# ---- ts_packet_mux ----
ts_packet_mux, logic cells by family:
The bar under the picture is 20 µm long.
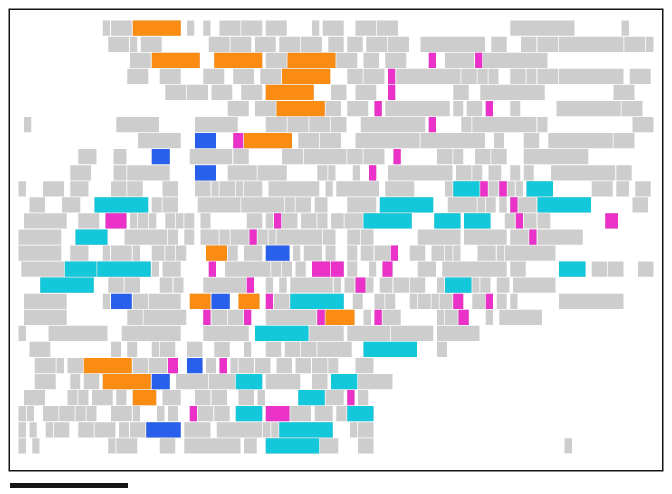

[config.mk]
export PLATFORM = sky130hd
export DESIGN_NAME = ts_packet_mux
export DESIGN_NICKNAME = d
export VERILOG_FILES = /design/src/rtl/ts_packet_mux.sv
export SDC_FILE = /design/constraint.sdc
export NUM_CORES = 1
export LEC_CHECK = 0
export CORE_ASPECT_RATIO = 0.7
export CORE_UTILIZATION = 40
export CTS_BUF_LIST = sky130_fd_sc_hd__clkbuf_8
export DETAILED_ROUTE_END_ITERATION = 16
export GPL_ROUTABILITY_DRIVEN = 0
export PLACE_DENSITY = 0.71
export SYNTH_ARGS = -nofsm -noshare
export SYNTH_HDL_FRONTEND = slang
export SYNTH_SLANG_ARGS = --single-unit
[constraint.sdc]
create_clock -name SYS_CLK -period 3.57 [get_ports SYS_CLK]
set_clock_uncertainty 0.15 [all_clocks]
set_input_delay 0.5355 -clock SYS_CLK [delete_from_list [all_inputs] [get_ports SYS_CLK]]
set_output_delay 0.5355 -clock SYS_CLK [all_outputs]
set_load 0.1 [all_outputs]
[src/rtl/ts_packet_mux.sv]
// N-channel transport-stream packet mux: round-robin grant, header bytes from ROM, then payload.
// Optional sync-byte checker enabled by defining TS_SYNC_CHECK_EN.
module ts_packet_mux #(
    parameter int N_CH    = 4,
    parameter int PKT_LEN = 188,
    parameter int HDR_LEN = 4,
    parameter int HA_W    = 4
) (
    input  logic                SYS_CLK,
    input  logic                RST,
    input  logic [N_CH-1:0]     GOT_FULL_PACKET,
    input  logic [N_CH-1:0]     CH_EN,
    input  logic [8*N_CH-1:0]   DATA_IN_BUS,
    output logic [N_CH-1:0]     RD_REQ,
    output logic [HA_W-1:0]     HEADER_BYTE_ADDR,
    input  logic [7:0]          HEADER_BYTE,
    output logic [7:0]          DATA_OUT,
    output logic                D_VALID_OUT,
    input  logic                READY_IN,
    output logic                P_SYNC_OUT,
    output logic [1:0]          STATE_MON,
    output logic [3:0]          CUR_CH,
    output logic                SYNC_ERR,
    output logic [15:0]         ERR_COUNT
);

    localparam int MAXL = (HDR_LEN > PKT_LEN) ? HDR_LEN : PKT_LEN;
    localparam int CW   = $clog2(MAXL + 1);

    typedef enum logic [1:0] {CHECK = 2'd0, HEADER = 2'd1, PAYLOAD = 2'd2} state_t;

    typedef struct packed {
        logic       hdr;
        logic       sync;
        logic [3:0] ch;
    } rd_tag_t;

    typedef struct packed {
        logic       sync;
        logic [7:0] data;
    } ob_ent_t;

    state_t        state;
    logic [3:0]    rr_ptr;
    logic [3:0]    cur_ch;
    logic [CW-1:0] cnt;

    logic          vld_pipe;
    rd_tag_t       pipe_tag;
    ob_ent_t       ob [2];
    logic [1:0]    occ;
    ob_ent_t       land;

    logic [15:0]   cand;
    logic [4:0]    scan_idx;
    logic          grant_vld;
    logic [3:0]    grant_ch;

    logic          pop;
    logic [2:0]    post_occ;
    logic          credit;
    logic          in_hdr;
    logic          want;
    logic          rd_issue;
    logic [3:0]    iss_ch;
    logic [CW-1:0] iss_idx;
    logic          last_hdr;
    logic          last_pay;
    logic [127:0]  din_pad;

    assign cand = 16'(GOT_FULL_PACKET & CH_EN);

    // Scan from the highest offset down so the nearest candidate at/after rr_ptr wins.
    always_comb begin
        grant_vld = 1'b0;
        grant_ch  = '0;
        scan_idx  = '0;
        for (int k = N_CH - 1; k >= 0; k--) begin
            scan_idx = 5'(rr_ptr) + 5'(k);
            if (scan_idx >= 5'(N_CH))
                scan_idx = scan_idx - 5'(N_CH);
            if (cand[scan_idx[3:0]]) begin
                grant_vld = 1'b1;
                grant_ch  = scan_idx[3:0];
            end
        end
    end

    // Credit counts the slot freed by this cycle's pop, which is what sustains 1 byte/cycle.
    assign pop      = D_VALID_OUT && READY_IN;
    assign post_occ = 3'(occ) - 3'(pop) + 3'(vld_pipe);
    assign credit   = post_occ < 3'd2;

    // CHECK issues the first read of a granted packet itself, so packets abut without a bubble.
    assign in_hdr   = (state == HEADER) || ((state == CHECK) && (HDR_LEN > 0));
    assign iss_ch   = (state == CHECK) ? grant_ch : cur_ch;
    assign iss_idx  = (state == CHECK) ? '0 : cnt;
    assign want     = !RST && ((state == CHECK) ? grant_vld : 1'b1);
    assign rd_issue = want && credit;
    assign last_hdr = in_hdr && (iss_idx == CW'(HDR_LEN - 1));
    assign last_pay = !in_hdr && (iss_idx == CW'(PKT_LEN - 1));

    assign HEADER_BYTE_ADDR = HA_W'(iss_ch) * HA_W'(HDR_LEN) + HA_W'(iss_idx);

    for (genvar i = 0; i < N_CH; i++) begin : g_rd
        assign RD_REQ[i] = rd_issue && !in_hdr && (iss_ch == 4'(i));
    end

    always_ff @(posedge SYS_CLK) begin
        if (RST) begin
            state    <= CHECK;
            rr_ptr   <= '0;
            cur_ch   <= '0;
            cnt      <= '0;
            vld_pipe <= 1'b0;
            pipe_tag <= '0;
        end else begin
            vld_pipe <= rd_issue;
            if (rd_issue)
                pipe_tag <= '{hdr: in_hdr, sync: (!in_hdr && (iss_idx == '0)), ch: iss_ch};
            if ((state == CHECK) && grant_vld)
                cur_ch <= grant_ch;
            if (rd_issue) begin
                if (last_pay) begin
                    state  <= CHECK;
                    rr_ptr <= (iss_ch == 4'(N_CH - 1)) ? 4'd0 : iss_ch + 4'd1;
                    cnt    <= '0;
                end else if (last_hdr) begin
                    state <= PAYLOAD;
                    cnt   <= '0;
                end else begin
                    state <= in_hdr ? HEADER : PAYLOAD;
                    cnt   <= iss_idx + CW'(1);
                end
            end else if ((state == CHECK) && grant_vld) begin
                state <= in_hdr ? HEADER : PAYLOAD;
                cnt   <= '0;
            end
        end
    end

    assign din_pad = 128'(DATA_IN_BUS);
    assign land    = '{sync: pipe_tag.sync,
                       data: (pipe_tag.hdr ? HEADER_BYTE : din_pad[{pipe_tag.ch, 3'b000} +: 8])};

    // Entry 0 is always the head; credit guarantees no push lands while both entries are full.
    always_ff @(posedge SYS_CLK) begin
        if (RST) begin
            occ   <= '0;
            ob[0] <= '0;
            ob[1] <= '0;
        end else begin
            case ({pop, vld_pipe})
                2'b10: begin
                    ob[0] <= ob[1];
                    occ   <= occ - 2'd1;
                end
                2'b01: begin
                    ob[occ[0]] <= land;
                    occ        <= occ + 2'd1;
                end
                2'b11: begin
                    if (occ == 2'd1) begin
                        ob[0] <= land;
                    end else begin
                        ob[0] <= ob[1];
                        ob[1] <= land;
                    end
                end
                default: ;
            endcase
        end
    end

    assign D_VALID_OUT = (occ != 2'd0);
    assign DATA_OUT    = ob[0].data;
    assign P_SYNC_OUT  = D_VALID_OUT && ob[0].sync;
    assign STATE_MON   = state;
    assign CUR_CH      = cur_ch;

`ifdef TS_SYNC_CHECK_EN
    logic [15:0] err_cnt;

    assign SYNC_ERR  = pop && P_SYNC_OUT && (DATA_OUT != 8'h47);
    assign ERR_COUNT = err_cnt;

    always_ff @(posedge SYS_CLK) begin
        if (RST)
            err_cnt <= '0;
        else if (SYNC_ERR && (err_cnt != 16'hFFFF))
            err_cnt <= err_cnt + 16'd1;
    end
`else
    assign SYNC_ERR  = 1'b0;
    assign ERR_COUNT = '0;
`endif

endmodule

# ---- otter_l1_cache ----
## config.mk

```make
export PLATFORM = sky130hd
export DESIGN_NAME = otter_l1_cache
export DESIGN_NICKNAME = d
export VERILOG_FILES = /design/src/rtl/otter_l1_cache.sv
export SDC_FILE = /design/constraint.sdc
export NUM_CORES = 2
export LEC_CHECK = 0
export ABC_CLOCK_PERIOD_IN_PS = 7550
export CORE_UTILIZATION = 41
export CTS_CLUSTER_SIZE = 8
export DETAILED_ROUTE_END_ITERATION = 12
export GPL_TIMING_DRIVEN = 0
export SLEW_MARGIN = 25
export SYNTH_ARGS = -nofsm -noshare
export SYNTH_HDL_FRONTEND = slang
export SYNTH_SLANG_ARGS = --single-unit
```

## constraint.sdc

```tcl
create_clock -name CLK -period 7.55 [get_ports CLK]
set_clock_uncertainty 0.2 [all_clocks]
set_input_delay 1.51 -clock CLK [delete_from_list [all_inputs] [get_ports CLK]]
set_output_delay 1.51 -clock CLK [all_outputs]
set_load 0.02 [all_outputs]
```

## src/rtl/otter_l1_cache.sv

```systemverilog
// Direct-mapped L1 cache, write-allocate, write-back (dirty bit) or write-through, between an OTTER port and burst memory.
// Hit: CPU_VALID one cycle after the request is sampled; a miss holds the CPU until its bursts finish, whatever the memory stalls.
module otter_l1_cache #(
   parameter int LINES          = 16,
   parameter int WORDS_PER_LINE = 4,
   parameter bit WRITE_BACK     = 1'b1
) (
   input  logic        CLK,
   input  logic        RST,
   input  logic        CPU_RE,
   input  logic        CPU_WE,
   input  logic [31:0] CPU_ADDR,
   input  logic [31:0] CPU_DIN,
   input  logic [3:0]  CPU_BE,
   output logic [31:0] CPU_DOUT,
   output logic        CPU_VALID,
   output logic        MEM_RE,
   output logic        MEM_WE,
   output logic [31:0] MEM_ADDR,
   output logic [31:0] MEM_DIN,
   input  logic [31:0] MEM_DOUT,
   input  logic        MEM_VALID,
   output logic [31:0] HIT_CNT,
   output logic [31:0] MISS_CNT
);
   localparam int OFF    = $clog2(WORDS_PER_LINE) + 2;
   localparam int IDX_W  = $clog2(LINES);
   localparam int TAG_W  = 32 - OFF - IDX_W;
   localparam int BEAT_W = $clog2(WORDS_PER_LINE);
   localparam logic [BEAT_W-1:0] LAST_BEAT = BEAT_W'(WORDS_PER_LINE - 1);

   localparam logic [2:0] S_IDLE = 3'd0;
   localparam logic [2:0] S_HIT  = 3'd1;
   localparam logic [2:0] S_WB   = 3'd2;
   localparam logic [2:0] S_GAP  = 3'd3;
   localparam logic [2:0] S_FILL = 3'd4;
   localparam logic [2:0] S_WT   = 3'd5;

   logic [2:0]        state_q, state_d;
   logic [BEAT_W-1:0] beat_q, beat_d;
   logic [31:0]       addr_q, addr_d;
   logic [31:0]       din_q, din_d;
   logic [3:0]        be_q, be_d;
   logic              we_q, we_d;
   logic              filled_q, filled_d;
   logic [LINES-1:0]  valid_q, valid_d;
   logic [LINES-1:0]  dirty_q, dirty_d;
   logic [31:0]       hit_cnt_q, hit_cnt_d;
   logic [31:0]       miss_cnt_q, miss_cnt_d;

   logic [TAG_W-1:0]                 tag_q  [LINES];
   logic [WORDS_PER_LINE-1:0][31:0]  data_q [LINES];

   logic              tag_we;
   logic              data_we;
   logic [BEAT_W-1:0] data_word;
   logic [31:0]       data_wdat;

   logic [TAG_W-1:0]  cpu_tag, req_tag;
   logic [IDX_W-1:0]  cpu_idx, req_idx;
   logic [BEAT_W-1:0] req_word;
   logic              unused_addr_lsb;

   assign cpu_tag         = CPU_ADDR[31 -: TAG_W];
   assign cpu_idx         = CPU_ADDR[OFF +: IDX_W];
   assign req_tag         = addr_q[31 -: TAG_W];
   assign req_idx         = addr_q[OFF +: IDX_W];
   assign req_word        = addr_q[2 +: BEAT_W];
   assign unused_addr_lsb = ^addr_q[1:0];

   function automatic logic [31:0] sat_inc(input logic [31:0] v);
      return (v == 32'hFFFF_FFFF) ? v : v + 32'd1;
   endfunction

   function automatic logic [31:0] merge(input logic [31:0] old_w, input logic [31:0] new_w,
                                         input logic [3:0] be);
      logic [31:0] res;
      for (int b = 0; b < 4; b++) res[8*b +: 8] = be[b] ? new_w[8*b +: 8] : old_w[8*b +: 8];
      return res;
   endfunction

   always_comb begin
      state_d    = state_q;
      beat_d     = beat_q;
      addr_d     = addr_q;
      din_d      = din_q;
      be_d       = be_q;
      we_d       = we_q;
      filled_d   = filled_q;
      valid_d    = valid_q;
      dirty_d    = dirty_q;
      hit_cnt_d  = hit_cnt_q;
      miss_cnt_d = miss_cnt_q;
      tag_we     = 1'b0;
      data_we    = 1'b0;
      data_word  = beat_q;
      data_wdat  = MEM_DOUT;
      case (state_q)
         S_IDLE: begin
            if (CPU_RE || CPU_WE) begin
               addr_d = CPU_ADDR;
               din_d  = CPU_DIN;
               be_d   = CPU_BE;
               we_d   = CPU_WE;
               beat_d = '0;
               if (valid_q[cpu_idx] && (tag_q[cpu_idx] == cpu_tag)) begin
                  filled_d = 1'b0;
                  state_d  = S_HIT;
               end else begin
                  filled_d   = 1'b1;
                  miss_cnt_d = sat_inc(miss_cnt_q);
                  state_d    = (WRITE_BACK && valid_q[cpu_idx] && dirty_q[cpu_idx]) ? S_WB : S_FILL;
               end
            end
         end
         S_HIT: begin
            if (we_q) begin
               data_we   = 1'b1;
               data_word = req_word;
               data_wdat = merge(data_q[req_idx][req_word], din_q, be_q);
               if (WRITE_BACK) dirty_d[req_idx] = 1'b1;
            end
            // an access completed by a fill was already counted as a miss
            if (!filled_q) hit_cnt_d = sat_inc(hit_cnt_q);
            state_d = (WRITE_BACK || !we_q) ? S_IDLE : S_WT;
         end
         S_WB, S_WT: begin
            if (MEM_VALID) begin
               beat_d = beat_q + 1'b1;
               if (beat_q == LAST_BEAT) begin
                  beat_d = '0;
                  if (state_q == S_WB) begin
                     dirty_d[req_idx] = 1'b0;
                     state_d          = S_GAP;
                  end else begin
                     state_d = S_IDLE;
                  end
               end
            end
         end
         S_GAP: state_d = S_FILL;
         S_FILL: begin
            if (MEM_VALID) begin
               data_we = 1'b1;
               beat_d  = beat_q + 1'b1;
               if (beat_q == LAST_BEAT) begin
                  beat_d           = '0;
                  tag_we           = 1'b1;
                  valid_d[req_idx] = 1'b1;
                  dirty_d[req_idx] = 1'b0;
                  state_d          = S_HIT;
               end
            end
         end
         default: state_d = S_IDLE;
      endcase
   end

   always_ff @(posedge CLK) begin
      if (RST) begin
         state_q    <= S_IDLE;
         beat_q     <= '0;
         addr_q     <= '0;
         din_q      <= '0;
         be_q       <= '0;
         we_q       <= 1'b0;
         filled_q   <= 1'b0;
         valid_q    <= '0;
         dirty_q    <= '0;
         hit_cnt_q  <= '0;
         miss_cnt_q <= '0;
      end else begin
         state_q    <= state_d;
         beat_q     <= beat_d;
         addr_q     <= addr_d;
         din_q      <= din_d;
         be_q       <= be_d;
         we_q       <= we_d;
         filled_q   <= filled_d;
         valid_q    <= valid_d;
         dirty_q    <= dirty_d;
         hit_cnt_q  <= hit_cnt_d;
         miss_cnt_q <= miss_cnt_d;
      end
   end

   // storage arrays carry no reset; validity lives in valid_q
   always_ff @(posedge CLK) begin
      if (!RST && tag_we)  tag_q[req_idx]             <= req_tag;
      if (!RST && data_we) data_q[req_idx][data_word] <= data_wdat;
   end

   always_comb begin
      CPU_VALID = (state_q == S_HIT);
      CPU_DOUT  = (state_q == S_HIT && !we_q) ? data_q[req_idx][req_word] : 32'd0;
      MEM_RE    = (state_q == S_FILL);
      MEM_WE    = (state_q == S_WB) || (state_q == S_WT);
      MEM_ADDR  = 32'd0;
      MEM_DIN   = 32'd0;
      if (MEM_RE) MEM_ADDR = {req_tag, req_idx, {OFF{1'b0}}};
      if (MEM_WE) begin
         MEM_ADDR = {tag_q[req_idx], req_idx, {OFF{1'b0}}};
         MEM_DIN  = data_q[req_idx][beat_q];
      end
   end

   assign HIT_CNT  = hit_cnt_q;
   assign MISS_CNT = miss_cnt_q;

endmodule

```

ts_packet_mux, met1 routing:
The bar under the picture is 20 µm long. Supply wires on this layer in gray.
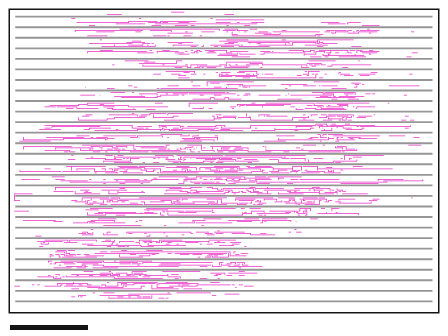
The wires run mostly horizontal. 469 nets have wire on it. The longest straight run is 33.1 µm. The layer carries 4330 µm of wire. The layer holds 48% of the routed length.

Notes on 'logic cells by family' of ts_packet_mux above:
Key: nor cells = magenta [cells 39, most used nor2_1]; fa/ha/maj cells = cyan [cells 24, most used ha_1]; mux cells = orange [cells 15, most used mux4_2]; non-inverting ao/oa cells = blue [cells 9, most used a32o_1]

==> impl_metrics.py, ts_packet_mux <==
# Physical implementation metrics
metrics = {
    "place": {
        "hpwlAfterDp_um": 6740,
    },
    "yosys": {
        "async_flop_share": 0,
        "syn_area_mm2": 0.00329,
        "syn_area_per_cell_um2": 8.94,
        "synth-adder-area-share": 0.0935,
        "mux_share": 0.0840,
        "synthDistinctLibCells": 58,
        "yosys.stat.seqShare": 0.329,
        "synth_warnings": 0,
        "yosysMostFrequentCell": "nand2_1",
    },
    "status": {
        "violations": "negative setup slack",
        "outcome": "complete, but fails checks",
    },
    "floorplan": {
        "rows": 27,
        "initCoreUtil": 0.416,
    },
    "worst_setup_path": {
        "cp-endpoint": "RD_REQ[0]",
        "crit_chain": "ha_4 -> xor2_1 -> ha_4 -> nor2b_2 -> mux2i_2 -> a211o_1 -> nand2_1 -> nand2_1 -> a311oi_2 -> buf_4 -> ha_4 -> and2_4 -> buf_12",
        "cp_top_family": "AND-OR/OR-AND gates",
        "crit_cells": 13,
        "worst-path-buf-inv": 2,
    },
    "power": {
        "power_frac_clock": 0.164,
        "pwr-share-comb": 0.529,
    },
    "global_routing": {
        "grtUsageMet1": 0.313,
        "grt-ovfl-total": 0,
    },
    "sta": {
        "worst_slack_ns": -0.253,
        "finalHoldViolCount": 0,
        "slew_viol_final": 0,
        "setup-violations-final": 6,
    },
    "cts": {
        "cts_max_level": 2,
        "clock_sinks": 45,
        "clk_pin_slew_worst_paths_ns": 0.09,
    },
    "route": {
        "route.met2.wl_um": 4090,
        "met1_length_um": 4330,
        "topRoutingLayerUsed": "met4",
        "vias_per_cell": 5.43,
        "drcViolationCount": 0,
    },
    "cells_and_area": {
        "sh_comb_area": 0.469,
        "post-route-util": 0.600,
        "nonClkBufAreaFrac": 0.228,
    },
    "worst_hold_path": {
        "min_path_type": "reg -> reg",
        "hold_end": "land[8]$_SDFFE_PP0P_",
    },
}
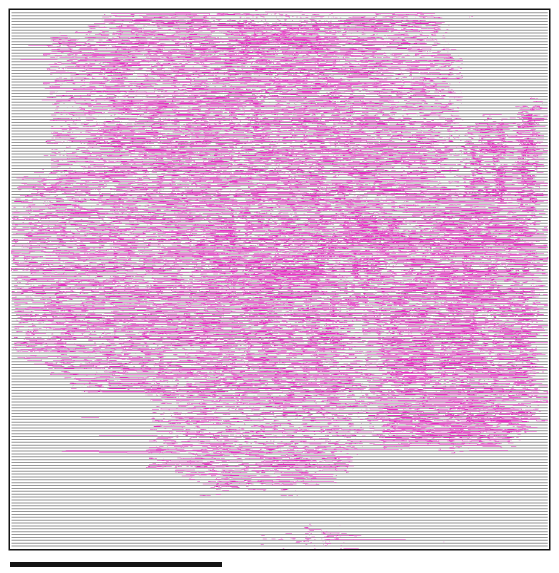
otter_l1_cache: met1 routing
The bar under the picture is 200 µm long. Supply wires on this layer in gray.
The wires run mostly horizontal. 5777 nets have wire on it. The longest straight run is 147 µm. The layer carries 125 mm of wire. The layer holds 37% of the routed length.

==> impl_metrics.py, otter_l1_cache <==
# Physical implementation metrics
metrics = {
    "cts": {
        "cts_made_buffers": 376,
        "clock_path_buffers": 4,
        "ctsHoldBuffers": 0,
    },
    "yosys": {
        "yosys.stat.seqShare": 0.727,
        "syn_area_per_cell_um2": 21.0,
        "ys_sh_simple": 0.0301,
        "syn_area_mm2": 0.105,
        "post-synth-top-area-fraction": 0.694,
    },
    "cells_and_area": {
        "largest_register_ff_count": 2048,
        "n_all_buffers": 793,
        "largest_class": "registers",
        "layout_top_cell": "edfxtp_1",
        "comb_cells": 2069,
        "fill_cells": 20000,
        "syn_to_final_growth_pct": 22.5,
    },
    "sta": {
        "finalCriticalPeriod_ns": 7.53,
        "slew_headroom": 0.243,
        "worstMarginPinSlew_ns": 1.13,
    },
    "power": {
        "pwr-share-comb": 0.099,
        "intPower_mw": 26.3,
        "clock_power_mw": 15.0,
    },
    "route": {
        "route.met2.wl_um": 160000,
        "vias_per_cell": 6.15,
        "wl_per_cell_um": 36.1,
        "drt_first_pass_iters": 7,
    },
    "worst_setup_path": {
        "rr_endpoint": "data_q[10][82]$_DFFE_PP_",
        "required_ns": 5.84,
    },
    "place": {
        "hpwlAfterDp_um": 240000,
    },
    "floorplan": {
        "die_width_um": 509,
        "rows": 185,
    },
    "global_routing": {
        "gr-usage-met2": 0.412,
    },
    "status": {
        "outcome": "complete, no violations",
    },
}

# ---- freq_counter_multi_flat ----
## src/rtl/freq_counter_multi_if.sv

```systemverilog
// freq_counter_multi_if
//   Register-style read bus between the frequency counter and its host.
//   freq_sel      host -> counter  channel select
//   freq_readdata counter -> host  {valid, ovf, 0.., count} of selected channel
//   gate_done     counter -> host  one-cycle pulse per closed gate window
//   irq / irq_ack                  sticky interrupt and its clear; present only
//                                  when FREQ_COUNTER_IRQ_EN is defined
// Modports: master = host side, slave = counter side.
interface freq_counter_multi_if #(
  parameter int SEL_W = 4
);
  logic [SEL_W-1:0] freq_sel;
  logic [31:0]      freq_readdata;
  logic             gate_done;
`ifdef FREQ_COUNTER_IRQ_EN
  logic             irq;
  logic             irq_ack;

  modport master (output freq_sel, irq_ack, input freq_readdata, gate_done, irq);
  modport slave  (input freq_sel, irq_ack, output freq_readdata, gate_done, irq);
`else
  modport master (output freq_sel, input freq_readdata, gate_done);
  modport slave  (input freq_sel, output freq_readdata, gate_done);
`endif
endinterface

```

## src/rtl/freq_counter_multi.sv

```systemverilog
// freq_counter_multi
//   Multi-channel frequency counter. Counts rising edges of NUM_CH asynchronous
//   inputs over a shared window of GATE_CYCLES clocks, latches per-channel
//   results at window close and serves them through a select/readdata pair.
// Ports:
//   clk_clk        system clock
//   reset_reset_n  asynchronous active-low reset
//   freq_in        NUM_CH asynchronous inputs to measure
//   bus            freq_counter_multi_if.slave (freq_sel, freq_readdata,
//                  gate_done, and irq/irq_ack when enabled)
// Optional feature: define FREQ_COUNTER_IRQ_EN for the sticky irq/irq_ack pair.
module freq_counter_multi #(
  parameter int NUM_CH      = 8,
  parameter int SEL_W       = 4,
  parameter int CNT_W       = 24,
  parameter int GATE_CYCLES = 50000000
) (
  input  logic                clk_clk,
  input  logic                reset_reset_n,
  input  logic [NUM_CH-1:0]   freq_in,
  freq_counter_multi_if.slave bus
);

  localparam int GATE_W = $clog2(GATE_CYCLES);

  logic [GATE_W-1:0]             r_gate;
  logic                          r_gate_done;
  logic                          r_valid;
  logic [31:0]                   r_rd;
  logic                          w_term;
  logic [NUM_CH-1:0][CNT_W-1:0]  w_result;
  logic [NUM_CH-1:0]             w_ovf;
  logic [31:0]                   w_rd_nxt;

  assign w_term = (r_gate == GATE_W'(GATE_CYCLES - 1));

  // Gate window: counts 0..GATE_CYCLES-1; valid latches once the first window closes.
  always_ff @(posedge clk_clk or negedge reset_reset_n) begin
    if (!reset_reset_n) begin
      r_gate      <= '0;
      r_gate_done <= 1'b0;
      r_valid     <= 1'b0;
    end else begin
      r_gate      <= w_term ? '0 : r_gate + GATE_W'(1);
      r_gate_done <= w_term;
      if (w_term) r_valid <= 1'b1;
    end
  end

  for (genvar g = 0; g < NUM_CH; g++) begin : g_lane
    // [0],[1] synchroniser, [2] previous value for edge detection
    logic [2:0]       r_sync;
    logic [CNT_W-1:0] r_cnt;
    logic [CNT_W-1:0] r_result;
    logic             r_ovf_run;
    logic             r_ovf;
    logic             w_edge;
    logic             w_full;
    logic             w_sat;
    logic [CNT_W-1:0] w_sum;

    assign w_edge = r_sync[1] & ~r_sync[2];
    assign w_full = &r_cnt;
    // an edge arriving while already at full scale is a lost edge
    assign w_sat  = w_edge & w_full;
    assign w_sum  = w_full ? r_cnt : r_cnt + CNT_W'(w_edge);

    // The terminal-cycle edge is folded into the closing result, and the
    // counter restarts from 0, so no edge straddles two windows.
    always_ff @(posedge clk_clk or negedge reset_reset_n) begin
      if (!reset_reset_n) begin
        r_sync    <= '0;
        r_cnt     <= '0;
        r_result  <= '0;
        r_ovf_run <= 1'b0;
        r_ovf     <= 1'b0;
      end else begin
        r_sync <= {r_sync[1:0], freq_in[g]};
        if (w_term) begin
          r_result  <= w_sum;
          r_ovf     <= r_ovf_run | w_sat;
          r_cnt     <= '0;
          r_ovf_run <= 1'b0;
        end else begin
          r_cnt <= w_sum;
          if (w_sat) r_ovf_run <= 1'b1;
        end
      end
    end

    assign w_result[g] = r_result;
    assign w_ovf[g]    = r_ovf;
  end

  // Select decode; an out-of-range select falls through to all-zero.
  always_comb begin
    w_rd_nxt = '0;
    for (int i = 0; i < NUM_CH; i++) begin
      if (bus.freq_sel == SEL_W'(i)) begin
        w_rd_nxt     = 32'(w_result[i]);
        w_rd_nxt[31] = r_valid;
        w_rd_nxt[30] = w_ovf[i];
      end
    end
  end

  always_ff @(posedge clk_clk or negedge reset_reset_n) begin
    if (!reset_reset_n) r_rd <= '0;
    else                r_rd <= w_rd_nxt;
  end

  assign bus.freq_readdata = r_rd;
  assign bus.gate_done     = r_gate_done;

`ifdef FREQ_COUNTER_IRQ_EN
  logic r_irq;

  // Set on the terminal cycle so irq rises together with gate_done; also
  // forced during the gate_done cycle so a coincident ack cannot clear it.
  always_ff @(posedge clk_clk or negedge reset_reset_n) begin
    if (!reset_reset_n)              r_irq <= 1'b0;
    else if (w_term || r_gate_done)  r_irq <= 1'b1;
    else if (bus.irq_ack)            r_irq <= 1'b0;
  end

  assign bus.irq = r_irq;
`endif

endmodule
```

## src/flat_wrapper.sv

```systemverilog
// flat-port wrapper written by rule: the top's interface ports become plain ports
module freq_counter_multi_flat 
#(
  parameter int NUM_CH      = 8,
  parameter int SEL_W       = 4,
  parameter int CNT_W       = 24,
  parameter int GATE_CYCLES = 50000000
)
  (clk_clk, reset_reset_n, freq_in, bus_freq_sel, bus_freq_readdata, bus_gate_done);
  freq_counter_multi_if #(.SEL_W(SEL_W)) bus_i ();
  input  logic clk_clk;
  input  logic reset_reset_n;
  input  logic [NUM_CH-1:0] freq_in;
  input wire logic [$bits(bus_i.freq_sel)-1:0] bus_freq_sel;
  output wire logic [$bits(bus_i.freq_readdata)-1:0] bus_freq_readdata;
  output wire logic [$bits(bus_i.gate_done)-1:0] bus_gate_done;
  assign bus_i.freq_sel = bus_freq_sel;
  assign bus_freq_readdata = bus_i.freq_readdata;
  assign bus_gate_done = bus_i.gate_done;
  freq_counter_multi #(.NUM_CH(NUM_CH), .SEL_W(SEL_W), .CNT_W(CNT_W), .GATE_CYCLES(GATE_CYCLES)) u_core (.clk_clk(clk_clk), .reset_reset_n(reset_reset_n), .freq_in(freq_in), .bus(bus_i));
endmodule
```

## config.mk

```make
export PLATFORM = sky130hd
export DESIGN_NAME = freq_counter_multi_flat
export DESIGN_NICKNAME = d
export VERILOG_FILES = /design/src/rtl/freq_counter_multi_if.sv /design/src/rtl/freq_counter_multi.sv /design/src/flat_wrapper.sv
export SDC_FILE = /design/constraint.sdc
export NUM_CORES = 1
export LEC_CHECK = 0
export CORE_MARGIN = 2
export CORE_UTILIZATION = 60
export DETAILED_ROUTE_END_ITERATION = 6
export MAX_ROUTING_LAYER = met4
export PLACE_DENSITY = 0.89
export SYNTH_ARGS = -nofsm -noshare
export SYNTH_HDL_FRONTEND = slang
export SYNTH_SLANG_ARGS = --single-unit
export TNS_END_PERCENT = 1
```

## constraint.sdc

```tcl
create_clock -name clk_clk -period 2.85 [get_ports clk_clk]
set_clock_uncertainty 0.1 [all_clocks]
set_input_delay 0.285 -clock clk_clk [delete_from_list [all_inputs] [get_ports clk_clk]]
set_output_delay 0.285 -clock clk_clk [all_outputs]
set_load 0.05 [all_outputs]
```

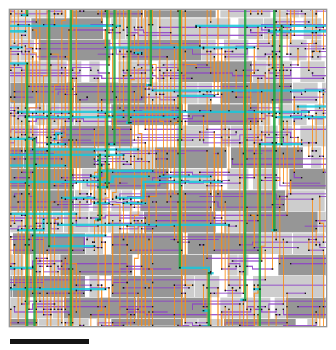
freq_counter_multi_flat: close-up of the layout
The bar under the picture is 10 µm long. Region (128, 29) to (168, 69) µm. Cells in gray, sequential cells in the stronger gray; small squares are vias.
Key: M3 = cyan; M1 = purple; M4 = green; M2 = orange
123 logic cells have their middle in the window. Netlist names of flops here include u_core.g_lane.r_result (21), u_core.g_lane.r_cnt (11). Sequential cells in the window: 32. Most frequent: dfrtp_1 (32), nand2_1 (22), o21ai_0 (17).

==> impl_metrics.py <==
# Physical implementation metrics
metrics = {
    "yosys": {
        "synthCells": 2220,
        "yosys_cells": 2220,
        "topCombFamilyByArea": "simple AND/OR/NAND/NOR gates",
        "edf_count": 0,
        "yosysMostFrequentCell": "dfrtp_1",
        "ys_sh_simple": 0.209,
    },
    "worst_setup_path": {
        "crit_chain": "nor4_2 -> nand4b_1 -> or3_4 -> buf_4 -> nand2_1 -> o21ai_0",
        "cp_slowest_cell": "or3_4",
        "critPathKind": "reg -> reg",
        "cp-endpoint": "u_core.g_lane[5].r_result[4]$_DFFE_PN0N_",
        "crit_arrival_ns": 2.92,
        "crit_cells": 6,
    },
    "cells_and_area": {
        "sh_comb_area": 0.387,
        "comb_cells": 1592,
        "sh_seq_area": 0.477,
        "nonClkBufAreaFrac": 0.0385,
        "post-route-util": 0.684,
        "largest_class": "registers",
        "register_area_mm2": 0.0120,
    },
    "power": {
        "largestPowerGroup": "sequential cells",
        "seqPwrFrac": 0.474,
        "power_frac_clock": 0.444,
    },
    "sta": {
        "setup-violations-final": 0,
        "worstMarginPinSlew_ns": 1.06,
    },
    "place": {
        "hpwlAfterDp_um": 40800,
    },
    "route": {
        "vias_per_cell": 6.56,
        "wl_per_cell_um": 21.7,
        "route.met2.wl_um": 28000,
        "drt_first_pass_iters": 6,
    },
    "global_routing": {
        "grt_max_degree": 81,
        "antenna_found_initial": 0,
        "grt_pass1_wl_um": 96200,
        "grt-ovfl-total": 0,
    },
    "status": {
        "outcome": "complete, no violations",
    },
    "floorplan": {
        "io_pins": 47,
    },
}


==> layout pictures side by side <==
Congestion heat map.
panel A
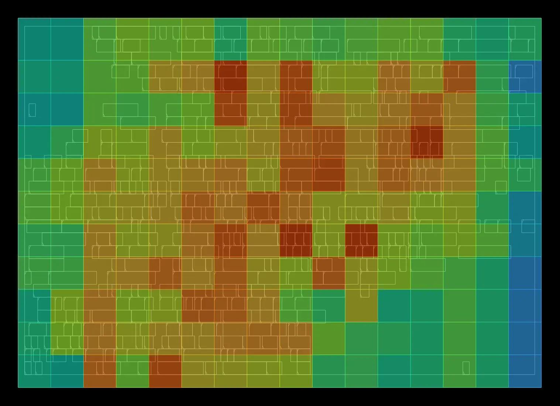
panel B
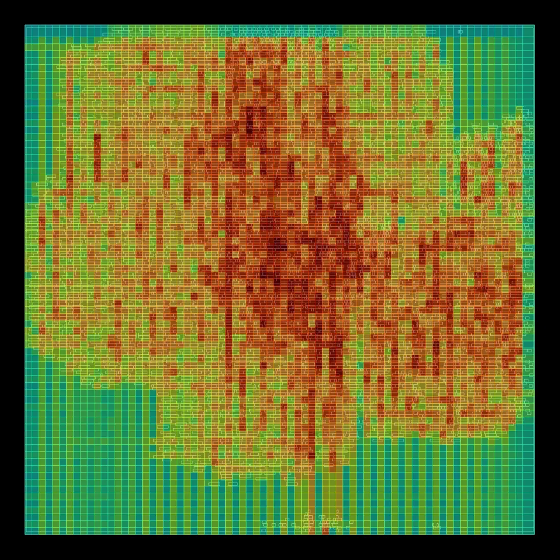
panel C
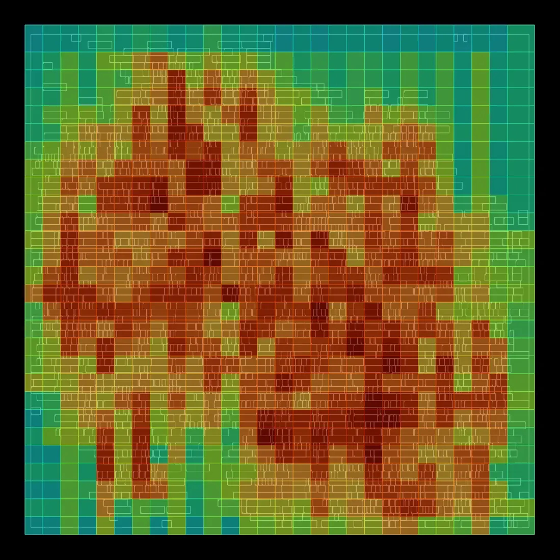
panel B: otter_l1_cache
panel A: ts_packet_mux
panel C: freq_counter_multi_flat

Power is estimated from default activity; no workload was simulated.
